# block 1

==> block_1/clock_map.png <==
The bar under the picture is 50 microns long.
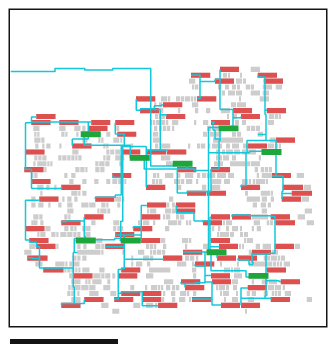

File: config.mk
export PLATFORM = sky130hd
export DESIGN_NAME = button_debouncer
export DESIGN_NICKNAME = d
export VERILOG_FILES = /design/src/rtl/button_debouncer_pkg.sv /design/src/rtl/button_debouncer_debounce_channel.sv /design/src/rtl/button_debouncer.sv
export SDC_FILE = /design/constraint.sdc
export NUM_CORES = 1
export LEC_CHECK = 0
export CAP_MARGIN = 0
export CELL_PAD_IN_SITES_DETAIL_PLACEMENT = 0
export CELL_PAD_IN_SITES_GLOBAL_PLACEMENT = 2
export CORE_MARGIN = 5
export CORE_UTILIZATION = 29
export CTS_CLUSTER_DIAMETER = 40
export CTS_CLUSTER_SIZE = 10
export DETAILED_ROUTE_END_ITERATION = 10
export PLACE_DENSITY = 0.73
export SLEW_MARGIN = 25
export SYNTH_ARGS = -nofsm -noshare
export SYNTH_HDL_FRONTEND = slang
export SYNTH_SLANG_ARGS = --single-unit
export TNS_END_PERCENT = 10
File: constraint.sdc
create_clock -name clk -period 3.95 [get_ports clk]
set_input_delay 0.79 -clock clk [delete_from_list [all_inputs] [get_ports clk]]
set_output_delay 0.79 -clock clk [all_outputs]
set_load 0.005 [all_outputs]
File: src/rtl/button_debouncer_pkg.sv
// Shared definitions for the push-button front end: board clock, pin polarity,
// repeat FSM encoding and small constant helpers used to size counters.
package button_debouncer_pkg;

    // Board clock and raw pin polarity.
    localparam int   CLK_HZ      = 12_000_000;
    localparam logic BTN_PRESSED = 1'b0;

    // Per-channel auto-repeat state; the encoding is visible on the debug port.
    typedef enum logic [1:0] {
        ST_IDLE   = 2'd0,
        ST_HELD   = 2'd1,
        ST_REPEAT = 2'd2
    } rpt_state_t;

    // Convert a duration in milliseconds to clk cycles.
    function automatic int ms_to_cycles(input int ms);
        return (CLK_HZ / 1000) * ms;
    endfunction

    // Counter width able to hold 0..n-1, never narrower than one bit.
    function automatic int cnt_width(input int n);
        return (n > 1) ? $clog2(n) : 1;
    endfunction

    function automatic int max_int(input int a, input int b);
        return (a > b) ? a : b;
    endfunction

endpackage

File: src/rtl/button_debouncer_debounce_channel.sv
// One button channel: two-flop synchroniser, debounce counter that accepts a
// change only after it has been stable long enough, and an auto-repeat FSM
// that turns a long hold into a stream of press pulses.
module debounce_channel
    import button_debouncer_pkg::*;
#(
    parameter int DEBOUNCE_CYC   = ms_to_cycles(10),
    parameter int REPEAT_EN      = 1,
    parameter int REPEAT_DLY_CYC = ms_to_cycles(500),
    parameter int REPEAT_PER_CYC = ms_to_cycles(100)
) (
    input  logic       clk,
    input  logic       rst_button,
    input  logic       button,
    output logic       btn_level,
    output logic       btn_press,
    output logic       btn_release,
    output logic [1:0] state
);

    localparam int CNT_W = cnt_width(DEBOUNCE_CYC);
    localparam int RPT_W = cnt_width(max_int(REPEAT_DLY_CYC, REPEAT_PER_CYC));

    localparam logic [CNT_W-1:0] CNT_LAST = CNT_W'(DEBOUNCE_CYC - 1);
    localparam logic [RPT_W-1:0] DLY_LAST = RPT_W'(REPEAT_DLY_CYC - 1);
    localparam logic [RPT_W-1:0] PER_LAST = RPT_W'(REPEAT_PER_CYC - 1);

    logic             sync_q1;
    logic             sync_q2;
    logic             sample;
    logic             stable_q;
    logic [CNT_W-1:0] cnt_q;
    logic             accept;
    logic             accept_press;
    logic             accept_release;

    rpt_state_t       rpt_state_q;
    rpt_state_t       rpt_state_d;
    logic [RPT_W-1:0] rpt_cnt_q;
    logic [RPT_W-1:0] rpt_cnt_d;
    logic             press_d;
    logic             release_d;
    logic             press_q;
    logic             release_q;

    // Bring the asynchronous pin into the clk domain; reset to the released level.
    always_ff @(posedge clk or negedge rst_button) begin
        if (!rst_button) begin
            sync_q1 <= ~BTN_PRESSED;
            sync_q2 <= ~BTN_PRESSED;
        end else begin
            sync_q1 <= button;
            sync_q2 <= sync_q1;
        end
    end

    // Internally 1 means pressed regardless of pin polarity.
    assign sample = (sync_q2 == BTN_PRESSED);

    // A change is accepted on the last cycle of an unbroken run of differing samples.
    assign accept         = (sample != stable_q) && (cnt_q == CNT_LAST);
    assign accept_press   = accept && sample;
    assign accept_release = accept && !sample;

    // Debounce counter: restarts whenever the sample agrees with the accepted state.
    always_ff @(posedge clk or negedge rst_button) begin
        if (!rst_button) begin
            stable_q <= 1'b0;
            cnt_q    <= '0;
        end else if (sample == stable_q) begin
            cnt_q <= '0;
        end else if (accept) begin
            stable_q <= ~stable_q;
            cnt_q    <= '0;
        end else begin
            cnt_q <= cnt_q + 1'b1;
        end
    end

    // Repeat FSM state, repeat counter and registered pulses, which line up with
    // the cycle in which stable_q first shows the new level.
    always_ff @(posedge clk or negedge rst_button) begin
        if (!rst_button) begin
            rpt_state_q <= ST_IDLE;
            rpt_cnt_q   <= '0;
            press_q     <= 1'b0;
            release_q   <= 1'b0;
        end else begin
            rpt_state_q <= rpt_state_d;
            rpt_cnt_q   <= rpt_cnt_d;
            press_q     <= press_d;
            release_q   <= release_d;
        end
    end

    // Next state: release takes priority over a repeat expiry in the same cycle.
    always_comb begin
        rpt_state_d = rpt_state_q;
        rpt_cnt_d   = rpt_cnt_q;
        press_d     = 1'b0;
        release_d   = 1'b0;
        case (rpt_state_q)
            ST_IDLE: begin
                if (accept_press) begin
                    rpt_state_d = ST_HELD;
                    rpt_cnt_d   = '0;
                    press_d     = 1'b1;
                end
            end
            ST_HELD: begin
                if (accept_release) begin
                    rpt_state_d = ST_IDLE;
                    rpt_cnt_d   = '0;
                    release_d   = 1'b1;
                end else if (REPEAT_EN != 0) begin
                    if (rpt_cnt_q == DLY_LAST) begin
                        rpt_state_d = ST_REPEAT;
                        rpt_cnt_d   = '0;
                        press_d     = 1'b1;
                    end else begin
                        rpt_cnt_d = rpt_cnt_q + 1'b1;
                    end
                end
            end
            ST_REPEAT: begin
                if (accept_release) begin
                    rpt_state_d = ST_IDLE;
                    rpt_cnt_d   = '0;
                    release_d   = 1'b1;
                end else if (rpt_cnt_q == PER_LAST) begin
                    rpt_cnt_d = '0;
                    press_d   = 1'b1;
                end else begin
                    rpt_cnt_d = rpt_cnt_q + 1'b1;
                end
            end
            default: begin
                rpt_state_d = ST_IDLE;
                rpt_cnt_d   = '0;
            end
        endcase
    end

    assign btn_level   = stable_q;
    assign btn_press   = press_q;
    assign btn_release = release_q;
    assign state       = rpt_state_q;

endmodule

File: src/rtl/button_debouncer.sv
// Push-button conditioning front end: N independent debounce channels with
// level, press/release pulses and optional auto-repeat. The top only fans the
// vectors out to the per-channel instances.
module button_debouncer
    import button_debouncer_pkg::*;
#(
    parameter int N_BTN          = 2,
    parameter int DEBOUNCE_CYC   = ms_to_cycles(10),
    parameter int REPEAT_EN      = 1,
    parameter int REPEAT_DLY_CYC = ms_to_cycles(500),
    parameter int REPEAT_PER_CYC = ms_to_cycles(100)
) (
    input  logic               clk,
    input  logic               rst_button,
    input  logic [N_BTN-1:0]   button,
    output logic [N_BTN-1:0]   btn_level,
    output logic [N_BTN-1:0]   btn_press,
    output logic [N_BTN-1:0]   btn_release,
    output logic [2*N_BTN-1:0] dbg_state
);

    // One channel per button; repeat FSM state of channel i sits in dbg_state[2*i+:2].
    for (genvar i = 0; i < N_BTN; i++) begin : g_chan
        debounce_channel #(
            .DEBOUNCE_CYC   (DEBOUNCE_CYC),
            .REPEAT_EN      (REPEAT_EN),
            .REPEAT_DLY_CYC (REPEAT_DLY_CYC),
            .REPEAT_PER_CYC (REPEAT_PER_CYC)
        ) u_chan (
            .clk         (clk),
            .rst_button  (rst_button),
            .button      (button[i]),
            .btn_level   (btn_level[i]),
            .btn_press   (btn_press[i]),
            .btn_release (btn_release[i]),
            .state       (dbg_state[2*i +: 2])
        );
    end

endmodule

# block 2

--- config.mk ---
export PLATFORM = sky130hd
export DESIGN_NAME = m_unit_pcpi_issue
export DESIGN_NICKNAME = d
export VERILOG_FILES = /design/src/rtl/m_unit_pcpi_issue_pkg.sv /design/src/rtl/m_unit_pcpi_issue_decode.sv /design/src/rtl/m_unit_pcpi_issue.sv
export SDC_FILE = /design/constraint.sdc
export NUM_CORES = 1
export LEC_CHECK = 0
export CORE_AREA = 2 2 136 138
export CTS_BUF_LIST = sky130_fd_sc_hd__clkbuf_4 sky130_fd_sc_hd__clkbuf_8
export DETAILED_ROUTE_END_ITERATION = 10
export DIE_AREA = 0 0 138 140
export PLACE_DENSITY = 0.78
export RECOVER_POWER = 50
export SETUP_SLACK_MARGIN = 0.2
export SYNTH_ARGS = -nofsm -noshare
export SYNTH_HDL_FRONTEND = slang
export SYNTH_SLANG_ARGS = --single-unit
--- constraint.sdc ---
create_clock -name clk -period 1.9 [get_ports clk]
set_clock_uncertainty 0.15 [all_clocks]
set_input_delay 0.38 -clock clk [delete_from_list [all_inputs] [get_ports clk]]
set_output_delay 0.38 -clock clk [all_outputs]
set_load 0.01 [all_outputs]
--- src/rtl/m_unit_pcpi_issue_pkg.sv ---
// Shared definitions for the PCPI issue stage: opcodes, func3 encodings,
// the modulus Q and the issue FSM state type.
package m_definitions;

  localparam logic [6:0]  OPCODE        = 7'h33;
  localparam logic [6:0]  OPCODE_CUSTOM = 7'h0b;
  localparam logic [6:0]  FUNCT7_M      = 7'b0000001;
  localparam logic [31:0] Q             = 32'd3329;

  typedef enum logic [2:0] {
    MUL    = 3'd0,
    MULH   = 3'd1,
    MULHSU = 3'd2,
    MULHU  = 3'd3,
    DIV    = 3'd4,
    DIVU   = 3'd5,
    REM    = 3'd6,
    REMU   = 3'd7
  } func3_t;

  typedef enum logic [2:0] {
    ADDMOD = 3'd0,
    SUBMOD = 3'd1,
    MULQ   = 3'd2
  } func3_custom_t;

  typedef enum logic [2:0] {
    IDLE  = 3'd0,
    ISSUE = 3'd1,
    WAIT  = 3'd2,
    RESP  = 3'd3,
    HOLD  = 3'd4,
    FLUSH = 3'd5
  } issue_state_t;

  function automatic logic is_custom_m(input logic [2:0] f3);
    return (f3 == ADDMOD) || (f3 == SUBMOD) || (f3 == MULQ);
  endfunction

endpackage

--- src/rtl/m_unit_pcpi_issue_decode.sv ---
// Combinational claim decode: RV32M on the standard opcode, or one of the
// three modular ops on the custom opcode.
module m_issue_decode
  import m_definitions::*;
(
  input  logic [6:0] funct7,
  input  logic [2:0] funct3,
  input  logic [6:0] opcode,
  output logic       hit
);

  logic is_m_std;
  logic is_m_custom;

  always_comb begin
    is_m_std    = (opcode == OPCODE);
    is_m_custom = (opcode == OPCODE_CUSTOM) && is_custom_m(funct3);
    hit         = (funct7 == FUNCT7_M) && (is_m_std || is_m_custom);
  end

endmodule

--- src/rtl/m_unit_pcpi_issue.sv ---
// PCPI issue/writeback stage: claims M-type instructions, launches them into
// riscv_m_unit, and returns a registered result with a one-cycle ready pulse.
module m_unit_pcpi_issue
  import m_definitions::*;
#(
  parameter int TIMEOUT_CYCLES = 64,
  parameter int CNT_W          = 32
) (
  input  logic             clk,
  input  logic             resetn,
  input  logic             pcpi_valid,
  input  logic [31:0]      pcpi_insn,
  input  logic [31:0]      pcpi_rs1,
  input  logic [31:0]      pcpi_rs2,
  output logic             pcpi_wr,
  output logic [31:0]      pcpi_rd,
  output logic             pcpi_wait,
  output logic             pcpi_ready,
  output logic             mu_valid,
  output logic [31:0]      mu_instruction,
  output logic [31:0]      mu_rs1,
  output logic [31:0]      mu_rs2,
  input  logic             mu_wr,
  input  logic [31:0]      mu_rd,
  input  logic             mu_busy,
  input  logic             mu_ready,
  output logic             timeout_err,
  output logic [CNT_W-1:0] op_count
);

  localparam int              WD_W    = $clog2(TIMEOUT_CYCLES + 1);
  localparam logic [WD_W-1:0] WD_LAST = WD_W'(TIMEOUT_CYCLES - 1);

  issue_state_t     state_q, state_d;
  logic [31:0]      insn_q, insn_d;
  logic [31:0]      rs1_q, rs1_d;
  logic [31:0]      rs2_q, rs2_d;
  logic [31:0]      rd_q, rd_d;
  logic             wr_q, wr_d;
  logic [WD_W-1:0]  wd_q, wd_d;
  logic             launched_q, launched_d;
  logic             timed_out_q, timed_out_d;
  logic             timeout_err_q, timeout_err_d;
  logic [CNT_W-1:0] op_count_q, op_count_d;
  logic             hit;

  m_issue_decode u_decode (
    .funct7 (pcpi_insn[31:25]),
    .funct3 (pcpi_insn[14:12]),
    .opcode (pcpi_insn[6:0]),
    .hit    (hit)
  );

  always_comb begin
    state_d       = state_q;
    insn_d        = insn_q;
    rs1_d         = rs1_q;
    rs2_d         = rs2_q;
    rd_d          = rd_q;
    wr_d          = wr_q;
    wd_d          = wd_q;
    launched_d    = launched_q;
    timed_out_d   = timed_out_q;
    timeout_err_d = timeout_err_q;
    op_count_d    = op_count_q;

    case (state_q)
      IDLE: begin
        if (pcpi_valid && hit) begin
          insn_d      = pcpi_insn;
          rs1_d       = pcpi_rs1;
          rs2_d       = pcpi_rs2;
          launched_d  = 1'b0;
          timed_out_d = 1'b0;
          state_d     = ISSUE;
        end
      end
      ISSUE: begin
        if (!pcpi_valid) begin
          launched_d = 1'b0;
          wd_d       = '0;
          state_d    = FLUSH;
        end else if (!mu_busy) begin
          launched_d = 1'b1;
          wd_d       = '0;
          state_d    = WAIT;
        end
      end
      WAIT: begin
        // A result arriving together with the core's withdrawal is simply dropped.
        if (mu_ready) begin
          if (pcpi_valid) begin
            rd_d    = mu_rd;
            wr_d    = mu_wr;
            state_d = RESP;
          end else begin
            state_d = IDLE;
          end
        end else if (!pcpi_valid) begin
          wd_d    = '0;
          state_d = FLUSH;
        end else if (wd_q == WD_LAST) begin
          rd_d          = '0;
          wr_d          = 1'b0;
          timed_out_d   = 1'b1;
          timeout_err_d = 1'b1;
          state_d       = RESP;
        end else begin
          wd_d = wd_q + 1'b1;
        end
      end
      RESP: begin
        if (!timed_out_q) begin
          op_count_d = op_count_q + 1'b1;
        end
        state_d = HOLD;
      end
      HOLD: begin
        state_d = IDLE;
      end
      FLUSH: begin
        // The watchdog also bounds the drain so a hung m-unit cannot wedge us here.
        if (!launched_q || mu_ready || (wd_q == WD_LAST)) begin
          state_d = IDLE;
        end else begin
          wd_d = wd_q + 1'b1;
        end
      end
      default: begin
        state_d = IDLE;
      end
    endcase
  end

  always_ff @(posedge clk or negedge resetn) begin
    if (!resetn) begin
      state_q       <= IDLE;
      insn_q        <= '0;
      rs1_q         <= '0;
      rs2_q         <= '0;
      rd_q          <= '0;
      wr_q          <= 1'b0;
      wd_q          <= '0;
      launched_q    <= 1'b0;
      timed_out_q   <= 1'b0;
      timeout_err_q <= 1'b0;
      op_count_q    <= '0;
    end else begin
      state_q       <= state_d;
      insn_q        <= insn_d;
      rs1_q         <= rs1_d;
      rs2_q         <= rs2_d;
      rd_q          <= rd_d;
      wr_q          <= wr_d;
      wd_q          <= wd_d;
      launched_q    <= launched_d;
      timed_out_q   <= timed_out_d;
      timeout_err_q <= timeout_err_d;
      op_count_q    <= op_count_d;
    end
  end

  // Launch depends on the live busy flag so the pulse lands in the first free cycle.
  assign mu_valid       = (state_q == ISSUE) && pcpi_valid && !mu_busy;
  assign pcpi_wait      = (state_q == ISSUE) || (state_q == WAIT);
  assign pcpi_ready     = (state_q == RESP);
  assign pcpi_rd        = rd_q;
  assign pcpi_wr        = wr_q;
  assign mu_instruction = insn_q;
  assign mu_rs1         = rs1_q;
  assign mu_rs2         = rs2_q;
  assign timeout_err    = timeout_err_q;
  assign op_count       = op_count_q;

endmodule

# block 3

<file path="config.mk">
export PLATFORM = sky130hd
export DESIGN_NAME = weighted_rr_arbiter
export DESIGN_NICKNAME = d
export VERILOG_FILES = /design/src/rtl/weighted_rr_arbiter.sv
export SDC_FILE = /design/constraint.sdc
export NUM_CORES = 1
export LEC_CHECK = 0
export CELL_PAD_IN_SITES_DETAIL_PLACEMENT = 1
export CELL_PAD_IN_SITES_GLOBAL_PLACEMENT = 1
export CORE_MARGIN = 5
export CORE_UTILIZATION = 41
export DETAILED_ROUTE_END_ITERATION = 8
export HOLD_SLACK_MARGIN = 0.08
export PLACE_DENSITY = 0.87
export SYNTH_ARGS = -nofsm -noshare
export SYNTH_HDL_FRONTEND = slang
export SYNTH_SLANG_ARGS = --single-unit
</file>
<file path="constraint.sdc">
create_clock -name clk -period 5.1 [get_ports clk]
set_input_delay 1.53 -clock clk [delete_from_list [all_inputs] [get_ports clk]]
set_output_delay 1.53 -clock clk [all_outputs]
set_load 0.05 [all_outputs]
</file>
<file path="src/rtl/weighted_rr_arbiter.sv">
// weighted_rr_arbiter: weighted round-robin arbiter, valid/ready grant, epoch or continuous service; ports clk, reset, request, weight, grant_ready in; grant_valid, grant_id, grant_onehot, grant_last, stall out
module weighted_rr_arbiter #(
  parameter int N = 8,
  parameter int WW = 4,
  parameter int EPOCH_MODE = 1
) (
  input  logic                   clk,
  input  logic                   reset,
  input  logic [N-1:0]           request,
  input  logic [N*WW-1:0]        weight,
  output logic                   grant_valid,
  output logic [$clog2(N)-1:0]   grant_id,
  output logic [N-1:0]           grant_onehot,
  input  logic                   grant_ready,
  output logic                   grant_last,
  output logic                   stall
);
  localparam int IW = $clog2(N);
  typedef enum logic {IDLE, GRANT} state_t;
  state_t state_q, state_d;
  logic [IW-1:0] ptr_q, ptr_d, id_q, id_d, win;
  logic [WW-1:0] credit_q, credit_d, w;
  logic [N-1:0] pend_q, pend_d, oh_q, oh_d, qual;
  logic stall_q, stall_d;
  assign grant_valid = state_q == GRANT;
  assign grant_id = id_q;
  assign grant_onehot = oh_q;
  assign stall = stall_q;
  assign grant_last = grant_valid & ((credit_q == WW'(1)) | ~request[id_q]);
  always_comb begin
    state_d = state_q;
    ptr_d = ptr_q;
    id_d = id_q;
    credit_d = credit_q;
    pend_d = pend_q;
    oh_d = oh_q;
    qual = (EPOCH_MODE != 0 && pend_q != '0) ? pend_q & request : request;
    win = '0;
    for (int k = N - 1; k >= 0; k--)
      win = qual[(int'(ptr_q) + k) % N] ? IW'((int'(ptr_q) + k) % N) : win;
    w = weight[int'(win)*WW +: WW];
    if (state_q == IDLE) begin
      if (EPOCH_MODE != 0) pend_d = qual;
      if (qual != '0) begin
        state_d = GRANT;
        id_d = win;
        oh_d = N'(1) << win;
        credit_d = w == '0 ? WW'(1) : w;
      end
    end else if (grant_ready) begin
      if (grant_last) begin
        state_d = IDLE;
        oh_d = '0;
        ptr_d = id_q == IW'(N - 1) ? '0 : id_q + 1'b1;
        if (EPOCH_MODE != 0) pend_d[id_q] = 1'b0;
      end else begin
        credit_d = credit_q - 1'b1;
      end
    end
    stall_d = EPOCH_MODE != 0 && pend_d != '0;
  end
  always_ff @(posedge clk) begin
    if (reset) begin
      state_q <= IDLE;
      ptr_q <= '0;
      id_q <= '0;
      credit_q <= '0;
      pend_q <= '0;
      oh_q <= '0;
      stall_q <= 1'b0;
    end else begin
      state_q <= state_d;
      ptr_q <= ptr_d;
      id_q <= id_d;
      credit_q <= credit_d;
      pend_q <= pend_d;
      oh_q <= oh_d;
      stall_q <= stall_d;
    end
  end
endmodule

</file>

==> screenshots <==
Placement view.
image #1
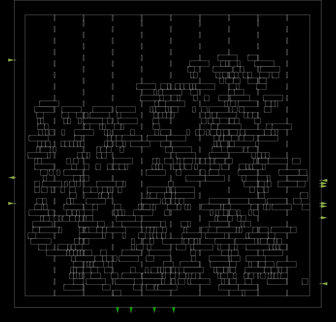
image #2
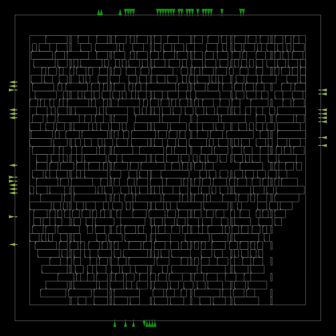
image #3
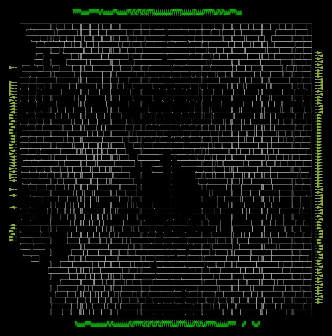
Image #3 is block 2.
Image #2 is block 3.
Image #1 is block 1.
The one with the lowest utilization is image #1.
The one with the most cells is image #3.

==> block_2/metal_stack.png <==
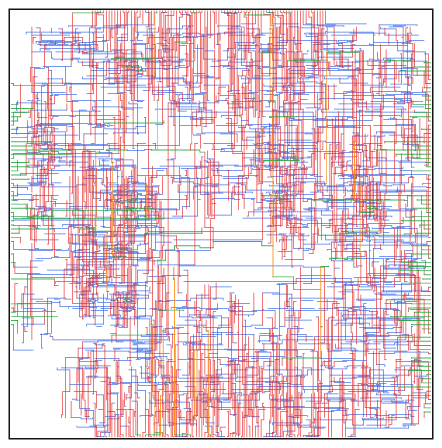
colour	layer	wire length
blue	met1	9760 microns
orange	met4	744 microns
green	met3	1310 microns
red	met2	13500 microns
Post-Route WL: 25.3 mm
final routed wire length divided by cell count: 20.8 microns
via count: 6284
total track usage: 24.6%

==> reports/metrics.yaml, block 2 <==
top_cell_area_share_pct: 62.4
numPortBuffers: 298
max_clock_freq_mhz: 454
outcome: "finished with violations"
final.clkbuf_count: 20
area.share.sequential_pct: 32.6
groute.layer.met1.usage_pct: 28.7
timing.critical_path.max_delay_family: "simple AND/OR/NAND/NOR gates"
rr_startpoint: "state_q[2]"
worst_hold_path.num_cells: 2
critical_path.endpoint: "op_count[24]"
critical_path.cell_chain: "buf_6, buf_8, nand4bb_4, nor4_4, and4_1, buf_6, buf_12, buf_6, nand2_4, xnor2_2"
yosysChipArea_sq_mm: 0.00698
criticalPathCategory: "flip-flop to flip-flop"
num-nonclk-buffers: 492
violations: "negative setup slack"
place_inst: 1041
dpl-instance-area_sq_mm: 0.0106
worst_slack_ns: -0.304
ys_warn_count: 0
setup-violations-final: 162
==> block_1/metal_stack.png <==
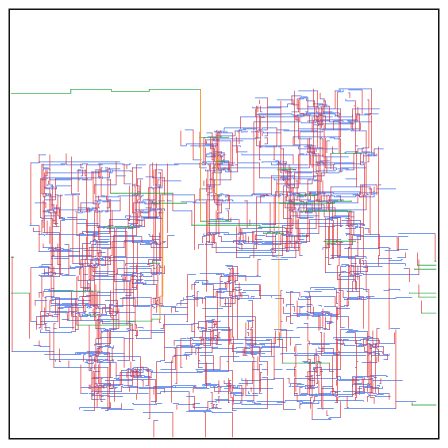
colour	layer	wire length
blue	met1	5830 microns
orange	met4	161 microns
red	met2	5520 microns
green	met3	373 microns

## Picture notes: block_1/clock_map.png
[red] flip-flops | count: 94
[cyan] clock wires | length: 1400 microns
[green] cells driving clock nets | count: 9
routed clock nets	10
setup clock skew after layout: 0.00840 ns
latest clock arrival within the worst-skew pair: 0.35 ns

==> reports/metrics.yaml, block 1 <==
via_count_of_the_first_global_routing_pass: 3975
rows: 49
final_min_period_over_clock_period_pct: 71.2
fin_nets: 580
clockNetworkAreaShare_pct: 5.67
flop_cell: "sky130_fd_sc_hd__dfrtp_1"
area_of_all_placed_cells_without_fillers_sq_mm: 0.00598
outcome: "finished, final reports clean"
largest_register_ffs: 46
regArea_sq_mm: 0.00236
area_share_of_and_or_or_and_cells_after_synthesis_pct: 15.3
place_inst: 782
design.portCount: 14
most_common_cell: "sky130_fd_sc_hd__dfrtp_1"
cp-end-kind: "flip-flop"
yosysChipArea_sq_mm: 0.00534
min-delay-start: "g_chan[1].u_chan.sync_q1"
==> block_3/zoom.png <==
Window x 32 to 72, y 11 to 51 microns. Cells in grey, sequential cells in the stronger grey; small squares are vias.
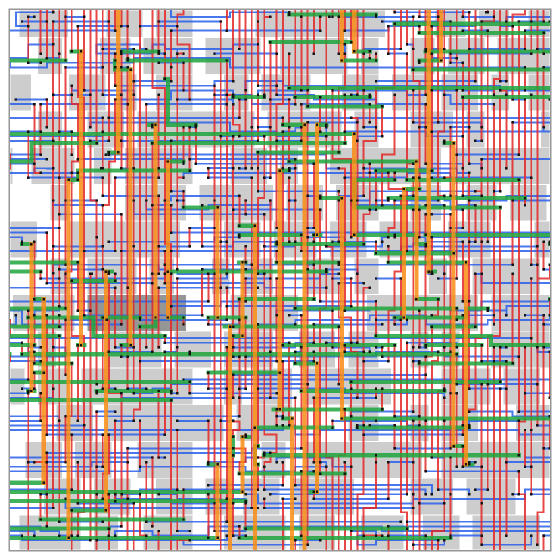
colour	layer
blue	met1
orange	met4
red	met2
green	met3
most frequent	buf_4 (27), nand2_1 (11), mux2i_1 (8)
sequential cells in the window	1
netlist names of flops here include	pend_q (1)
cells with their middle in the window	115

==> reports/metrics.yaml, block 3 <==
worst-endpoint-required_ns: 5.28
maxCapViolations: 0
cts_resized: 12
grt_util_met3_pct: 4.13
flop_cell: "sky130_fd_sc_hd__dfxtp_1"
final_min_period_over_clock_period_pct: 101
area.share.sequential_pct: 10.2
critPathMostFrequentCell: "sky130_fd_sc_hd__buf_4"
cts-root-buf: "sky130_fd_sc_hd__clkbuf_8"
ys_seq_share_pct: 15.2
worst_slack_ns: -0.0556
finalClockSkew_ns: 0.00340
wl_met1_mm: 7.85
violations: "negative setup slack"
area_share_of_and_or_or_and_cells_after_synthesis_pct: 34.8
clk-insertion-delay-late_ns: 0.28
finalNonFillerCells: 693
drtPass1Iterations: 5
cp-end-kind: "flip-flop"
timing.hold.ws_ns: 0.514
drc: 0
outcome: "finished with violations"
setup-violations-final: 3
routed_via_density: 7.45
largest_area_cell: "sky130_fd_sc_hd__dfxtp_1"
biggestCellCategory: "combinational gates"
via_count_of_the_first_global_routing_pass: 4892
critical_path_arrival_ns: 5.34

# block 4

==> block_4/final_placement.png <==
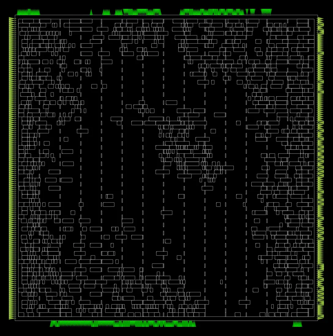

`config.mk`:
```
export PLATFORM = sky130hd
export DESIGN_NAME = blimp_mem_arbiter
export DESIGN_NICKNAME = d
export VERILOG_FILES = /design/src/rtl/blimp_mem_arbiter.sv
export SDC_FILE = /design/constraint.sdc
export NUM_CORES = 1
export LEC_CHECK = 0
export ABC_AREA = 1
export CORE_AREA = 2 2 200 202
export DETAILED_ROUTE_END_ITERATION = 12
export DIE_AREA = 0 0 202 204
export GPL_ROUTABILITY_DRIVEN = 0
export PLACE_DENSITY = 0.44
export SYNTH_ARGS = -nofsm -noshare
export SYNTH_HDL_FRONTEND = slang
export SYNTH_SLANG_ARGS = --single-unit
export TNS_END_PERCENT = 20
```
`constraint.sdc`:
```
create_clock -name clk -period 2.5 [get_ports clk]
set_clock_uncertainty 0.05 [all_clocks]
set_input_delay 0.25 -clock clk [delete_from_list [all_inputs] [get_ports clk]]
set_output_delay 0.25 -clock clk [all_outputs]
set_load 0.1 [all_outputs]
```
`src/rtl/blimp_mem_arbiter.sv`:
```
// blimp_mem_arbiter
// Shares one downstream memory port between the BlimpV6 instruction-fetch
// requester (imem) and load/store requester (dmem). Requests are granted
// round-robin. The source of each issued request is recorded in an in-order
// tracking FIFO, and the FIFO head steers each in-order response back to the
// requester that issued it. Message payloads pass through untouched.
//
// Handshake: every interface is val/rdy. A transfer happens on a rising clk
// edge where val && rdy. mem_req_val never depends on mem_req_rdy.
//
// Ports:
//   clk, rst_n                     clock, asynchronous active-low reset
//   imem_req_* / dmem_req_*        upstream requests (val in, rdy out, msg in)
//   mem_req_*                      downstream request (val out, rdy in, msg out)
//   mem_resp_*                     downstream response (val in, rdy out, msg in)
//   imem_resp_* / dmem_resp_*      upstream responses (val out, rdy in, msg out)
//   perf_*  (BLIMP_MEM_ARBITER_PERF_EN only) 32-bit wrapping event counters
//
// Optional feature macro: BLIMP_MEM_ARBITER_PERF_EN adds perf_imem_grants,
// perf_dmem_grants and perf_conflict_cycles.
module blimp_mem_arbiter #(
  parameter int p_req_bits     = 100,
  parameter int p_resp_bits    = 68,
  parameter int p_max_inflight = 4
) (
  input  logic                   clk,
  input  logic                   rst_n,
  input  logic                   imem_req_val,
  output logic                   imem_req_rdy,
  input  logic [p_req_bits-1:0]  imem_req_msg,
  input  logic                   dmem_req_val,
  output logic                   dmem_req_rdy,
  input  logic [p_req_bits-1:0]  dmem_req_msg,
  output logic                   mem_req_val,
  input  logic                   mem_req_rdy,
  output logic [p_req_bits-1:0]  mem_req_msg,
  input  logic                   mem_resp_val,
  output logic                   mem_resp_rdy,
  input  logic [p_resp_bits-1:0] mem_resp_msg,
  output logic                   imem_resp_val,
  input  logic                   imem_resp_rdy,
  output logic [p_resp_bits-1:0] imem_resp_msg,
  output logic                   dmem_resp_val,
  input  logic                   dmem_resp_rdy,
  output logic [p_resp_bits-1:0] dmem_resp_msg
`ifdef BLIMP_MEM_ARBITER_PERF_EN
  ,
  output logic [31:0]            perf_imem_grants,
  output logic [31:0]            perf_dmem_grants,
  output logic [31:0]            perf_conflict_cycles
`endif
);

  localparam int CW = $clog2(p_max_inflight + 1);
  localparam int PW = (p_max_inflight > 1) ? $clog2(p_max_inflight) : 1;

  // Source IDs: 0 = imem, 1 = dmem.
  logic                      last_grant_q, last_grant_d;
  logic [p_max_inflight-1:0] src_q, src_d;
  logic [PW-1:0]             head_q, head_d;
  logic [PW-1:0]             tail_q, tail_d;
  logic [CW-1:0]             count_q, count_d;

  logic imem_sel, dmem_sel;
  logic full, empty, head_src;
  logic push, pop;

  assign full     = (count_q == CW'(p_max_inflight));
  assign empty    = (count_q == '0);
  assign head_src = src_q[head_q];

  // Grant: a lone requester wins; on conflict the one not granted last wins.
  assign imem_sel = imem_req_val & (~dmem_req_val | last_grant_q);
  assign dmem_sel = dmem_req_val & (~imem_req_val | ~last_grant_q);

  // All outputs are forced to zero while rst_n is low, even if the upstream
  // requesters keep driving valid.
  always_comb begin
    mem_req_val   = rst_n & (imem_req_val | dmem_req_val) & ~full;
    imem_req_rdy  = rst_n & imem_sel & mem_req_rdy & ~full;
    dmem_req_rdy  = rst_n & dmem_sel & mem_req_rdy & ~full;
    mem_req_msg   = '0;
    if (rst_n && imem_sel)      mem_req_msg = imem_req_msg;
    else if (rst_n && dmem_sel) mem_req_msg = dmem_req_msg;

    imem_resp_val = 1'b0;
    dmem_resp_val = 1'b0;
    imem_resp_msg = '0;
    dmem_resp_msg = '0;
    mem_resp_rdy  = 1'b0;
    if (rst_n && !empty) begin
      if (head_src) begin
        dmem_resp_val = mem_resp_val;
        dmem_resp_msg = mem_resp_msg;
        mem_resp_rdy  = dmem_resp_rdy;
      end else begin
        imem_resp_val = mem_resp_val;
        imem_resp_msg = mem_resp_msg;
        mem_resp_rdy  = imem_resp_rdy;
      end
    end
  end

  assign push = mem_req_val & mem_req_rdy;
  assign pop  = mem_resp_val & mem_resp_rdy;

  always_comb begin
    last_grant_d = last_grant_q;
    src_d        = src_q;
    head_d       = head_q;
    tail_d       = tail_q;
    count_d      = count_q;
    if (push) begin
      last_grant_d  = dmem_sel;
      src_d[tail_q] = dmem_sel;
      tail_d        = (tail_q == PW'(p_max_inflight - 1)) ? '0 : tail_q + 1'b1;
    end
    if (pop) begin
      head_d = (head_q == PW'(p_max_inflight - 1)) ? '0 : head_q + 1'b1;
    end
    case ({push, pop})
      2'b10:   count_d = count_q + 1'b1;
      2'b01:   count_d = count_q - 1'b1;
      default: count_d = count_q;
    endcase
  end

  always_ff @(posedge clk or negedge rst_n) begin
    if (!rst_n) begin
      last_grant_q <= 1'b1;  // imem wins the first conflict
      src_q        <= '0;
      head_q       <= '0;
      tail_q       <= '0;
      count_q      <= '0;
    end else begin
      last_grant_q <= last_grant_d;
      src_q        <= src_d;
      head_q       <= head_d;
      tail_q       <= tail_d;
      count_q      <= count_d;
    end
  end

`ifdef BLIMP_MEM_ARBITER_PERF_EN
  logic [31:0] perf_imem_q, perf_imem_d;
  logic [31:0] perf_dmem_q, perf_dmem_d;
  logic [31:0] perf_conf_q, perf_conf_d;

  always_comb begin
    perf_imem_d = perf_imem_q;
    perf_dmem_d = perf_dmem_q;
    perf_conf_d = perf_conf_q;
    if (push && imem_sel)               perf_imem_d = perf_imem_q + 32'd1;
    if (push && dmem_sel)               perf_dmem_d = perf_dmem_q + 32'd1;
    if (imem_req_val && dmem_req_val)   perf_conf_d = perf_conf_q + 32'd1;
  end

  always_ff @(posedge clk or negedge rst_n) begin
    if (!rst_n) begin
      perf_imem_q <= '0;
      perf_dmem_q <= '0;
      perf_conf_q <= '0;
    end else begin
      perf_imem_q <= perf_imem_d;
      perf_dmem_q <= perf_dmem_d;
      perf_conf_q <= perf_conf_d;
    end
  end

  assign perf_imem_grants     = perf_imem_q;
  assign perf_dmem_grants     = perf_dmem_q;
  assign perf_conflict_cycles = perf_conf_q;
`endif

endmodule

```
# block 5

## config.mk

```make
export PLATFORM = sky130hd
export DESIGN_NAME = node_packet_source_flat
export DESIGN_NICKNAME = d
export VERILOG_FILES = /design/src/rtl/node_packet_pkg.sv /design/src/rtl/node_packet_source_if.sv /design/src/rtl/node_source_fifo.sv /design/src/rtl/node_packet_source.sv /design/src/flat_wrapper.sv
export SDC_FILE = /design/constraint.sdc
export NUM_CORES = 1
export LEC_CHECK = 0
export ABC_AREA = 1
export CAP_MARGIN = 10
export CORE_UTILIZATION = 47
export CTS_CLUSTER_DIAMETER = 60
export DETAILED_ROUTE_END_ITERATION = 8
export HOLD_SLACK_MARGIN = 0.1
export PLACE_DENSITY = 0.74
export REMOVE_ABC_BUFFERS = 1
export SYNTH_ARGS = -nofsm -noshare
export SYNTH_HDL_FRONTEND = slang
export SYNTH_SLANG_ARGS = --single-unit
```

## constraint.sdc

```tcl
create_clock -name clk -period 2.2 [get_ports clk]
set_input_delay 0.44 -clock clk [delete_from_list [all_inputs] [get_ports clk]]
set_output_delay 0.44 -clock clk [all_outputs]
set_load 0.01 [all_outputs]
```

## src/rtl/node_packet_pkg.sv

```systemverilog
// rtl/node_packet_pkg.sv - packet field layout, packet type and LFSR step for node_packet_source
package node_packet_pkg;

  localparam int VALID_BIT  = 31;
  localparam int DEST_X_LSB = 27;
  localparam int DEST_Y_LSB = 23;
  localparam int SRC_X_LSB  = 19;
  localparam int SRC_Y_LSB  = 15;
  localparam int SEQ_BITS   = 15;
  localparam int COORD_BITS = 4;

  typedef struct packed {
    logic                  valid;
    logic [COORD_BITS-1:0] destX;
    logic [COORD_BITS-1:0] destY;
    logic [COORD_BITS-1:0] srcX;
    logic [COORD_BITS-1:0] srcY;
    logic [SEQ_BITS-1:0]   seq;
  } packet_t;

  // Fibonacci form, taps 16,14,13,11 map to bits 15,13,12,10
  function automatic logic [15:0] lfsrNext(input logic [15:0] s);
    return {s[14:0], s[15] ^ s[13] ^ s[12] ^ s[10]};
  endfunction

endpackage

```

## src/rtl/node_packet_source_if.sv

```systemverilog
// rtl/node_packet_source_if.sv - node-to-network injection port with hold backpressure
interface node_packet_source_if #(
  parameter int FIFO_WIDTH = 32
);
  logic [FIFO_WIDTH-1:0] nodeToNetworkData;
  logic                  nodeToNetworkWriteRequest;
  logic                  networkToNodeHoldRequest;

  modport master (
    output nodeToNetworkData,
    output nodeToNetworkWriteRequest,
    input  networkToNodeHoldRequest
  );

  modport slave (
    input  nodeToNetworkData,
    input  nodeToNetworkWriteRequest,
    output networkToNodeHoldRequest
  );
endinterface

```

## src/rtl/node_source_fifo.sv

```systemverilog
// rtl/node_source_fifo.sv - synchronous injection queue; push and pop may coincide even when full
module node_source_fifo #(
  parameter int WIDTH = 32,
  parameter int DEPTH = 4
) (
  input  logic             clk,
  input  logic             reset,
  input  logic             push,
  input  logic             pop,
  input  logic [WIDTH-1:0] pushData,
  output logic [WIDTH-1:0] headData,
  output logic             full,
  output logic             empty
);
  localparam int AW = $clog2(DEPTH);
  localparam logic [AW:0] DEPTH_COUNT = (AW+1)'(DEPTH);

  logic [WIDTH-1:0] mem [DEPTH];
  logic [AW-1:0]    wrPtr;
  logic [AW-1:0]    rdPtr;
  logic [AW:0]      count;

  // Pointers wrap naturally because DEPTH is a power of two
  always_ff @(posedge clk) begin
    if (reset) begin
      wrPtr <= '0;
      rdPtr <= '0;
      count <= '0;
    end else begin
      if (push) begin
        mem[wrPtr] <= pushData;
        wrPtr      <= wrPtr + 1'b1;
      end
      if (pop) rdPtr <= rdPtr + 1'b1;
      case ({push, pop})
        2'b10:   count <= count + 1'b1;
        2'b01:   count <= count - 1'b1;
        default: count <= count;
      endcase
    end
  end

  assign headData = mem[rdPtr];
  assign full     = (count == DEPTH_COUNT);
  assign empty    = (count == '0);
endmodule

```

## src/rtl/node_packet_source.sv

```systemverilog
// rtl/node_packet_source.sv - per-node rate-limited packet injector feeding networkTori
module node_packet_source
  import node_packet_pkg::*;
#(
  parameter int          X_NODES     = 3,
  parameter int          Y_NODES     = 3,
  parameter int          FIFO_WIDTH  = 32,
  parameter int          NODE_ID     = 0,
  parameter int          QUEUE_DEPTH = 4,
  parameter int          RATE_PERIOD = 8,
  parameter int          DEST_MODE   = 0,
  parameter int          DEST_ID     = 0,
  parameter logic [15:0] LFSR_SEED   = 16'hACE1
) (
  input  logic                       clk,
  input  logic                       reset,
  input  logic                       enable,
  node_packet_source_if.master       net,
  output logic [15:0]                packetsSent,
  output logic [15:0]                packetsDropped,
  output logic                       queueEmpty
);
  localparam int NUM_NODES = X_NODES * Y_NODES;
  localparam int SRC_X     = NODE_ID % X_NODES;
  localparam int SRC_Y     = NODE_ID / X_NODES;
  localparam int RW        = (RATE_PERIOD > 1) ? $clog2(RATE_PERIOD) : 1;
  localparam logic [RW-1:0] RATE_LAST = RW'(RATE_PERIOD - 1);

  logic [RW-1:0]         rateCount;
  logic [SEQ_BITS-1:0]   seq;
  logic [15:0]           lfsr;
  logic [FIFO_WIDTH-1:0] dataReg;
  logic                  writeReg;
  logic [FIFO_WIDTH-1:0] newPacket;
  logic [FIFO_WIDTH-1:0] headData;
  logic                  fifoFull;
  logic                  fifoEmpty;
  logic                  genEvent;
  logic                  pop;
  logic                  accept;
  int                    destIdx;

  assign genEvent = enable && (rateCount == RATE_LAST);
  assign pop      = !fifoEmpty && !net.networkToNodeHoldRequest;
  assign accept   = genEvent && (!fifoFull || pop);

  // Random mode never targets this node: a self-hit moves to the next index
  always_comb begin
    destIdx = (DEST_MODE == 1) ? (int'(lfsr) % NUM_NODES) : DEST_ID;
    if ((DEST_MODE == 1) && (destIdx == NODE_ID)) destIdx = (destIdx + 1) % NUM_NODES;
    newPacket = '0;
    newPacket[VALID_BIT] = 1'b1;
    newPacket[DEST_X_LSB +: COORD_BITS] = COORD_BITS'(destIdx % X_NODES);
    newPacket[DEST_Y_LSB +: COORD_BITS] = COORD_BITS'(destIdx / X_NODES);
    newPacket[SRC_X_LSB +: COORD_BITS]  = COORD_BITS'(SRC_X);
    newPacket[SRC_Y_LSB +: COORD_BITS]  = COORD_BITS'(SRC_Y);
    newPacket[SEQ_BITS-1:0] = seq;
  end

  node_source_fifo #(
    .WIDTH (FIFO_WIDTH),
    .DEPTH (QUEUE_DEPTH)
  ) uFifo (
    .clk      (clk),
    .reset    (reset),
    .push     (accept),
    .pop      (pop),
    .pushData (newPacket),
    .headData (headData),
    .full     (fifoFull),
    .empty    (fifoEmpty)
  );

  always_ff @(posedge clk) begin
    if (reset) begin
      rateCount      <= '0;
      seq            <= '0;
      lfsr           <= LFSR_SEED;
      dataReg        <= '0;
      writeReg       <= 1'b0;
      packetsSent    <= '0;
      packetsDropped <= '0;
    end else begin
      rateCount <= (rateCount == RATE_LAST) ? '0 : rateCount + 1'b1;
      // Sequence advances on drops too so the sink can see the gap
      if (genEvent) begin
        seq  <= seq + 1'b1;
        lfsr <= lfsrNext(lfsr);
        if (!accept && (packetsDropped != 16'hFFFF)) packetsDropped <= packetsDropped + 1'b1;
      end
      writeReg <= pop;
      if (pop) begin
        dataReg     <= headData;
        packetsSent <= packetsSent + 1'b1;
      end
    end
  end

  assign net.nodeToNetworkData         = dataReg;
  assign net.nodeToNetworkWriteRequest = writeReg;
  assign queueEmpty                    = fifoEmpty;
endmodule

```

## src/flat_wrapper.sv

```systemverilog
// flat-port wrapper written by rule: the top's interface ports become plain ports
module node_packet_source_flat import node_packet_pkg::*;
#(
  parameter int          X_NODES     = 3,
  parameter int          Y_NODES     = 3,
  parameter int          FIFO_WIDTH  = 32,
  parameter int          NODE_ID     = 0,
  parameter int          QUEUE_DEPTH = 4,
  parameter int          RATE_PERIOD = 8,
  parameter int          DEST_MODE   = 0,
  parameter int          DEST_ID     = 0,
  parameter logic [15:0] LFSR_SEED   = 16'hACE1
)
  (clk, reset, enable, packetsSent, packetsDropped, queueEmpty, net_nodeToNetworkData, net_nodeToNetworkWriteRequest, net_networkToNodeHoldRequest);
  node_packet_source_if #(.FIFO_WIDTH(FIFO_WIDTH)) net_i ();
  input  logic clk;
  input  logic reset;
  input  logic enable;
  output logic [15:0] packetsSent;
  output logic [15:0] packetsDropped;
  output logic queueEmpty;
  output wire logic [$bits(net_i.nodeToNetworkData)-1:0] net_nodeToNetworkData;
  output wire logic [$bits(net_i.nodeToNetworkWriteRequest)-1:0] net_nodeToNetworkWriteRequest;
  input wire logic [$bits(net_i.networkToNodeHoldRequest)-1:0] net_networkToNodeHoldRequest;
  assign net_nodeToNetworkData = net_i.nodeToNetworkData;
  assign net_nodeToNetworkWriteRequest = net_i.nodeToNetworkWriteRequest;
  assign net_i.networkToNodeHoldRequest = net_networkToNodeHoldRequest;
  node_packet_source #(.X_NODES(X_NODES), .Y_NODES(Y_NODES), .FIFO_WIDTH(FIFO_WIDTH), .NODE_ID(NODE_ID), .QUEUE_DEPTH(QUEUE_DEPTH), .RATE_PERIOD(RATE_PERIOD), .DEST_MODE(DEST_MODE), .DEST_ID(DEST_ID), .LFSR_SEED(LFSR_SEED)) u_core (.clk(clk), .reset(reset), .enable(enable), .net(net_i), .packetsSent(packetsSent), .packetsDropped(packetsDropped), .queueEmpty(queueEmpty));
endmodule
```

==> block_4/met3.png <==
The bar under the picture is 50 microns long.
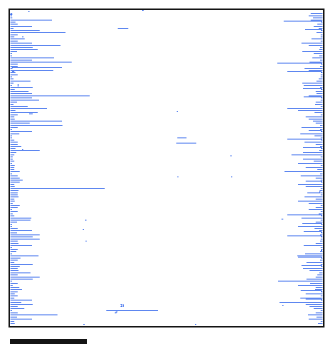
longest straight run	60.5 microns
nets with wire on the layer	310
wire length on this layer	2480 microns
share of all routed wire	8.4%
main direction	horizontal

## Picture notes: block_4/final_placement.png
tap cell count: 525
area inside the core boundary: 0.0392 sq mm

==> reports/metrics.yaml, block 4 <==
cellLeakagePower_nw: 5.16
critical-path-max-stage-delay_ns: 0.51
power_sequential_uw: 384
finalWorstPathRequiredPeriod_ns: 2.44
worst_slack_ns: 0.0550
netlist_area_before_placement_sq_mm: 0.00390
reg2reg_setup_slack_ns: 0.23
p_per_area_mw_per_mm2: 1040
post-cts-setup-buffers: 0
wl_met1_mm: 10.4
timing.hold.ws_ns: 0.446
num_antenna_cells: 3
timing.critical_path.slowest_stage_cell: "sky130_fd_sc_hd__o21ai_0"
ys_seq_share_pct: 7.73
clk_pwr_uw: 304
initial_antenna_violation_count: 5
area_share_of_and_or_or_and_cells_after_synthesis_pct: 15.0
route.antenna.remaining_nets: 0
global_route.peak_usage_layer: "met2"
critical_path.startpoint: "imem_req_val"
final.setup.tns_ns: 0
worst-slew-pin-transition_ns: 0.605
async_reset_ff_share_pct: 100
outcome: "finished, final reports clean"
==> block_5/clock_map.png <==
The bar under the picture is 20 microns long.
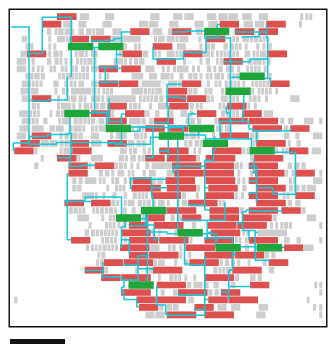
[green] cells driving clock nets | count: 17
[red] flip-flops | count: 134
[cyan] clock wires | length: 1520 microns
routed clock nets	18

==> reports/metrics.yaml, block 5 <==
outcome: "finished, final reports clean"
clk_pwr_mw: 2.77
global_route.usage.met2_pct: 35.8
num-multi-input-gates: 489
cts_num_sinks: 134
peakVddDrop_mv: 0.705
num_antenna_cells: 0
critical_path.n_buffers_inverters: 2
register_clock_pin_slew_on_the_reported_worst_setup_and_hold_paths_ns: 0.05
path_depth: 4
swShare_pct: 26.2
crit_path_max_fanout: 4
wl_met1_mm: 5.58
multi_input_comb_area_sq_mm: 0.00235
cts-buffers-inserted: 17
async_reset_ff_share_pct: 0

==> layout pictures side by side <==
Zoomed window.
(a)
Window x 81 to 121, y 41 to 81 microns. Cells in grey, sequential cells in the stronger grey; small squares are vias.
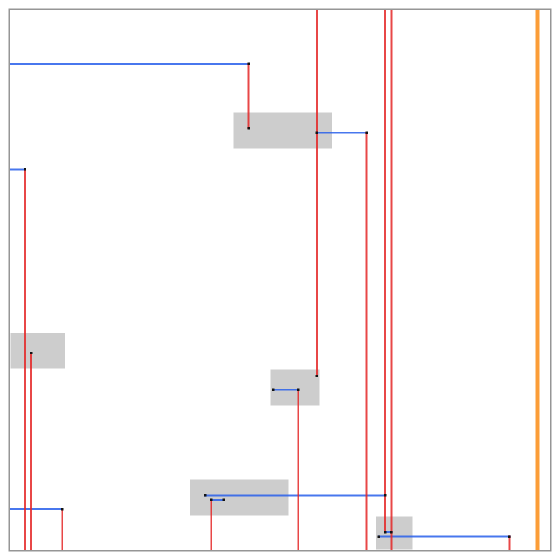
(b)
Window x 38 to 78, y 15 to 55 microns. Cells in grey, sequential cells in the stronger grey; small squares are vias.
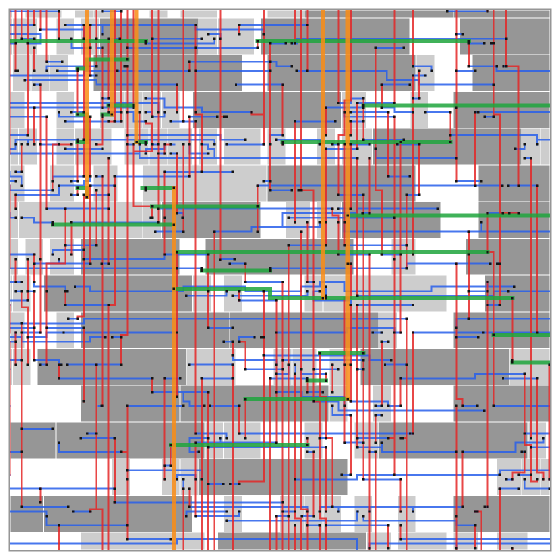
Block 4 is (a).
Block 5 is (b).



==> layout pictures side by side <==
Routed metal, one colour a layer.
shot_01.png
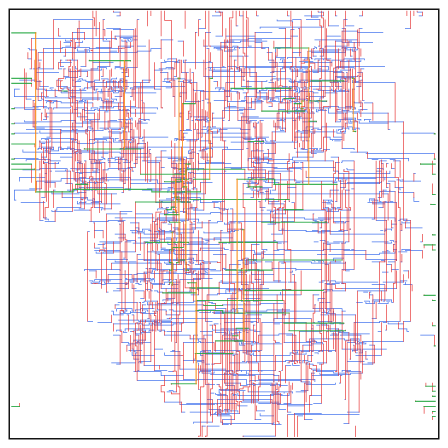
shot_02.png
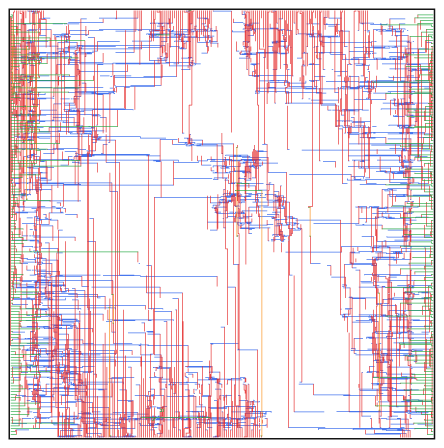
shot_03.png
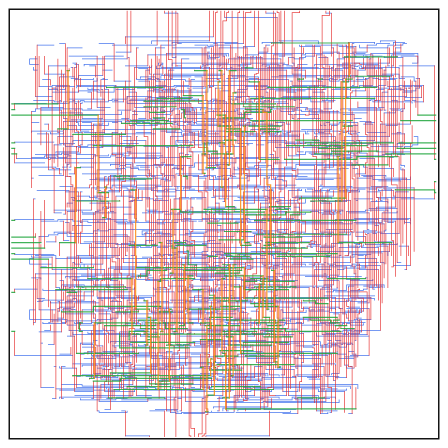
| picture | from |
|---|---|
| shot_02.png | block 4 |
| shot_01.png | block 5 |
| shot_03.png | block 3 |
Of these, least wire: shot_01.png
Of these, most wire: shot_02.png

Key to shot_02.png:
colour	layer	wire length
red	met2	16000 microns
green	met3	2480 microns
orange	met4	477 microns
blue	met1	10400 microns

Power is estimated from default activity; no workload was simulated.
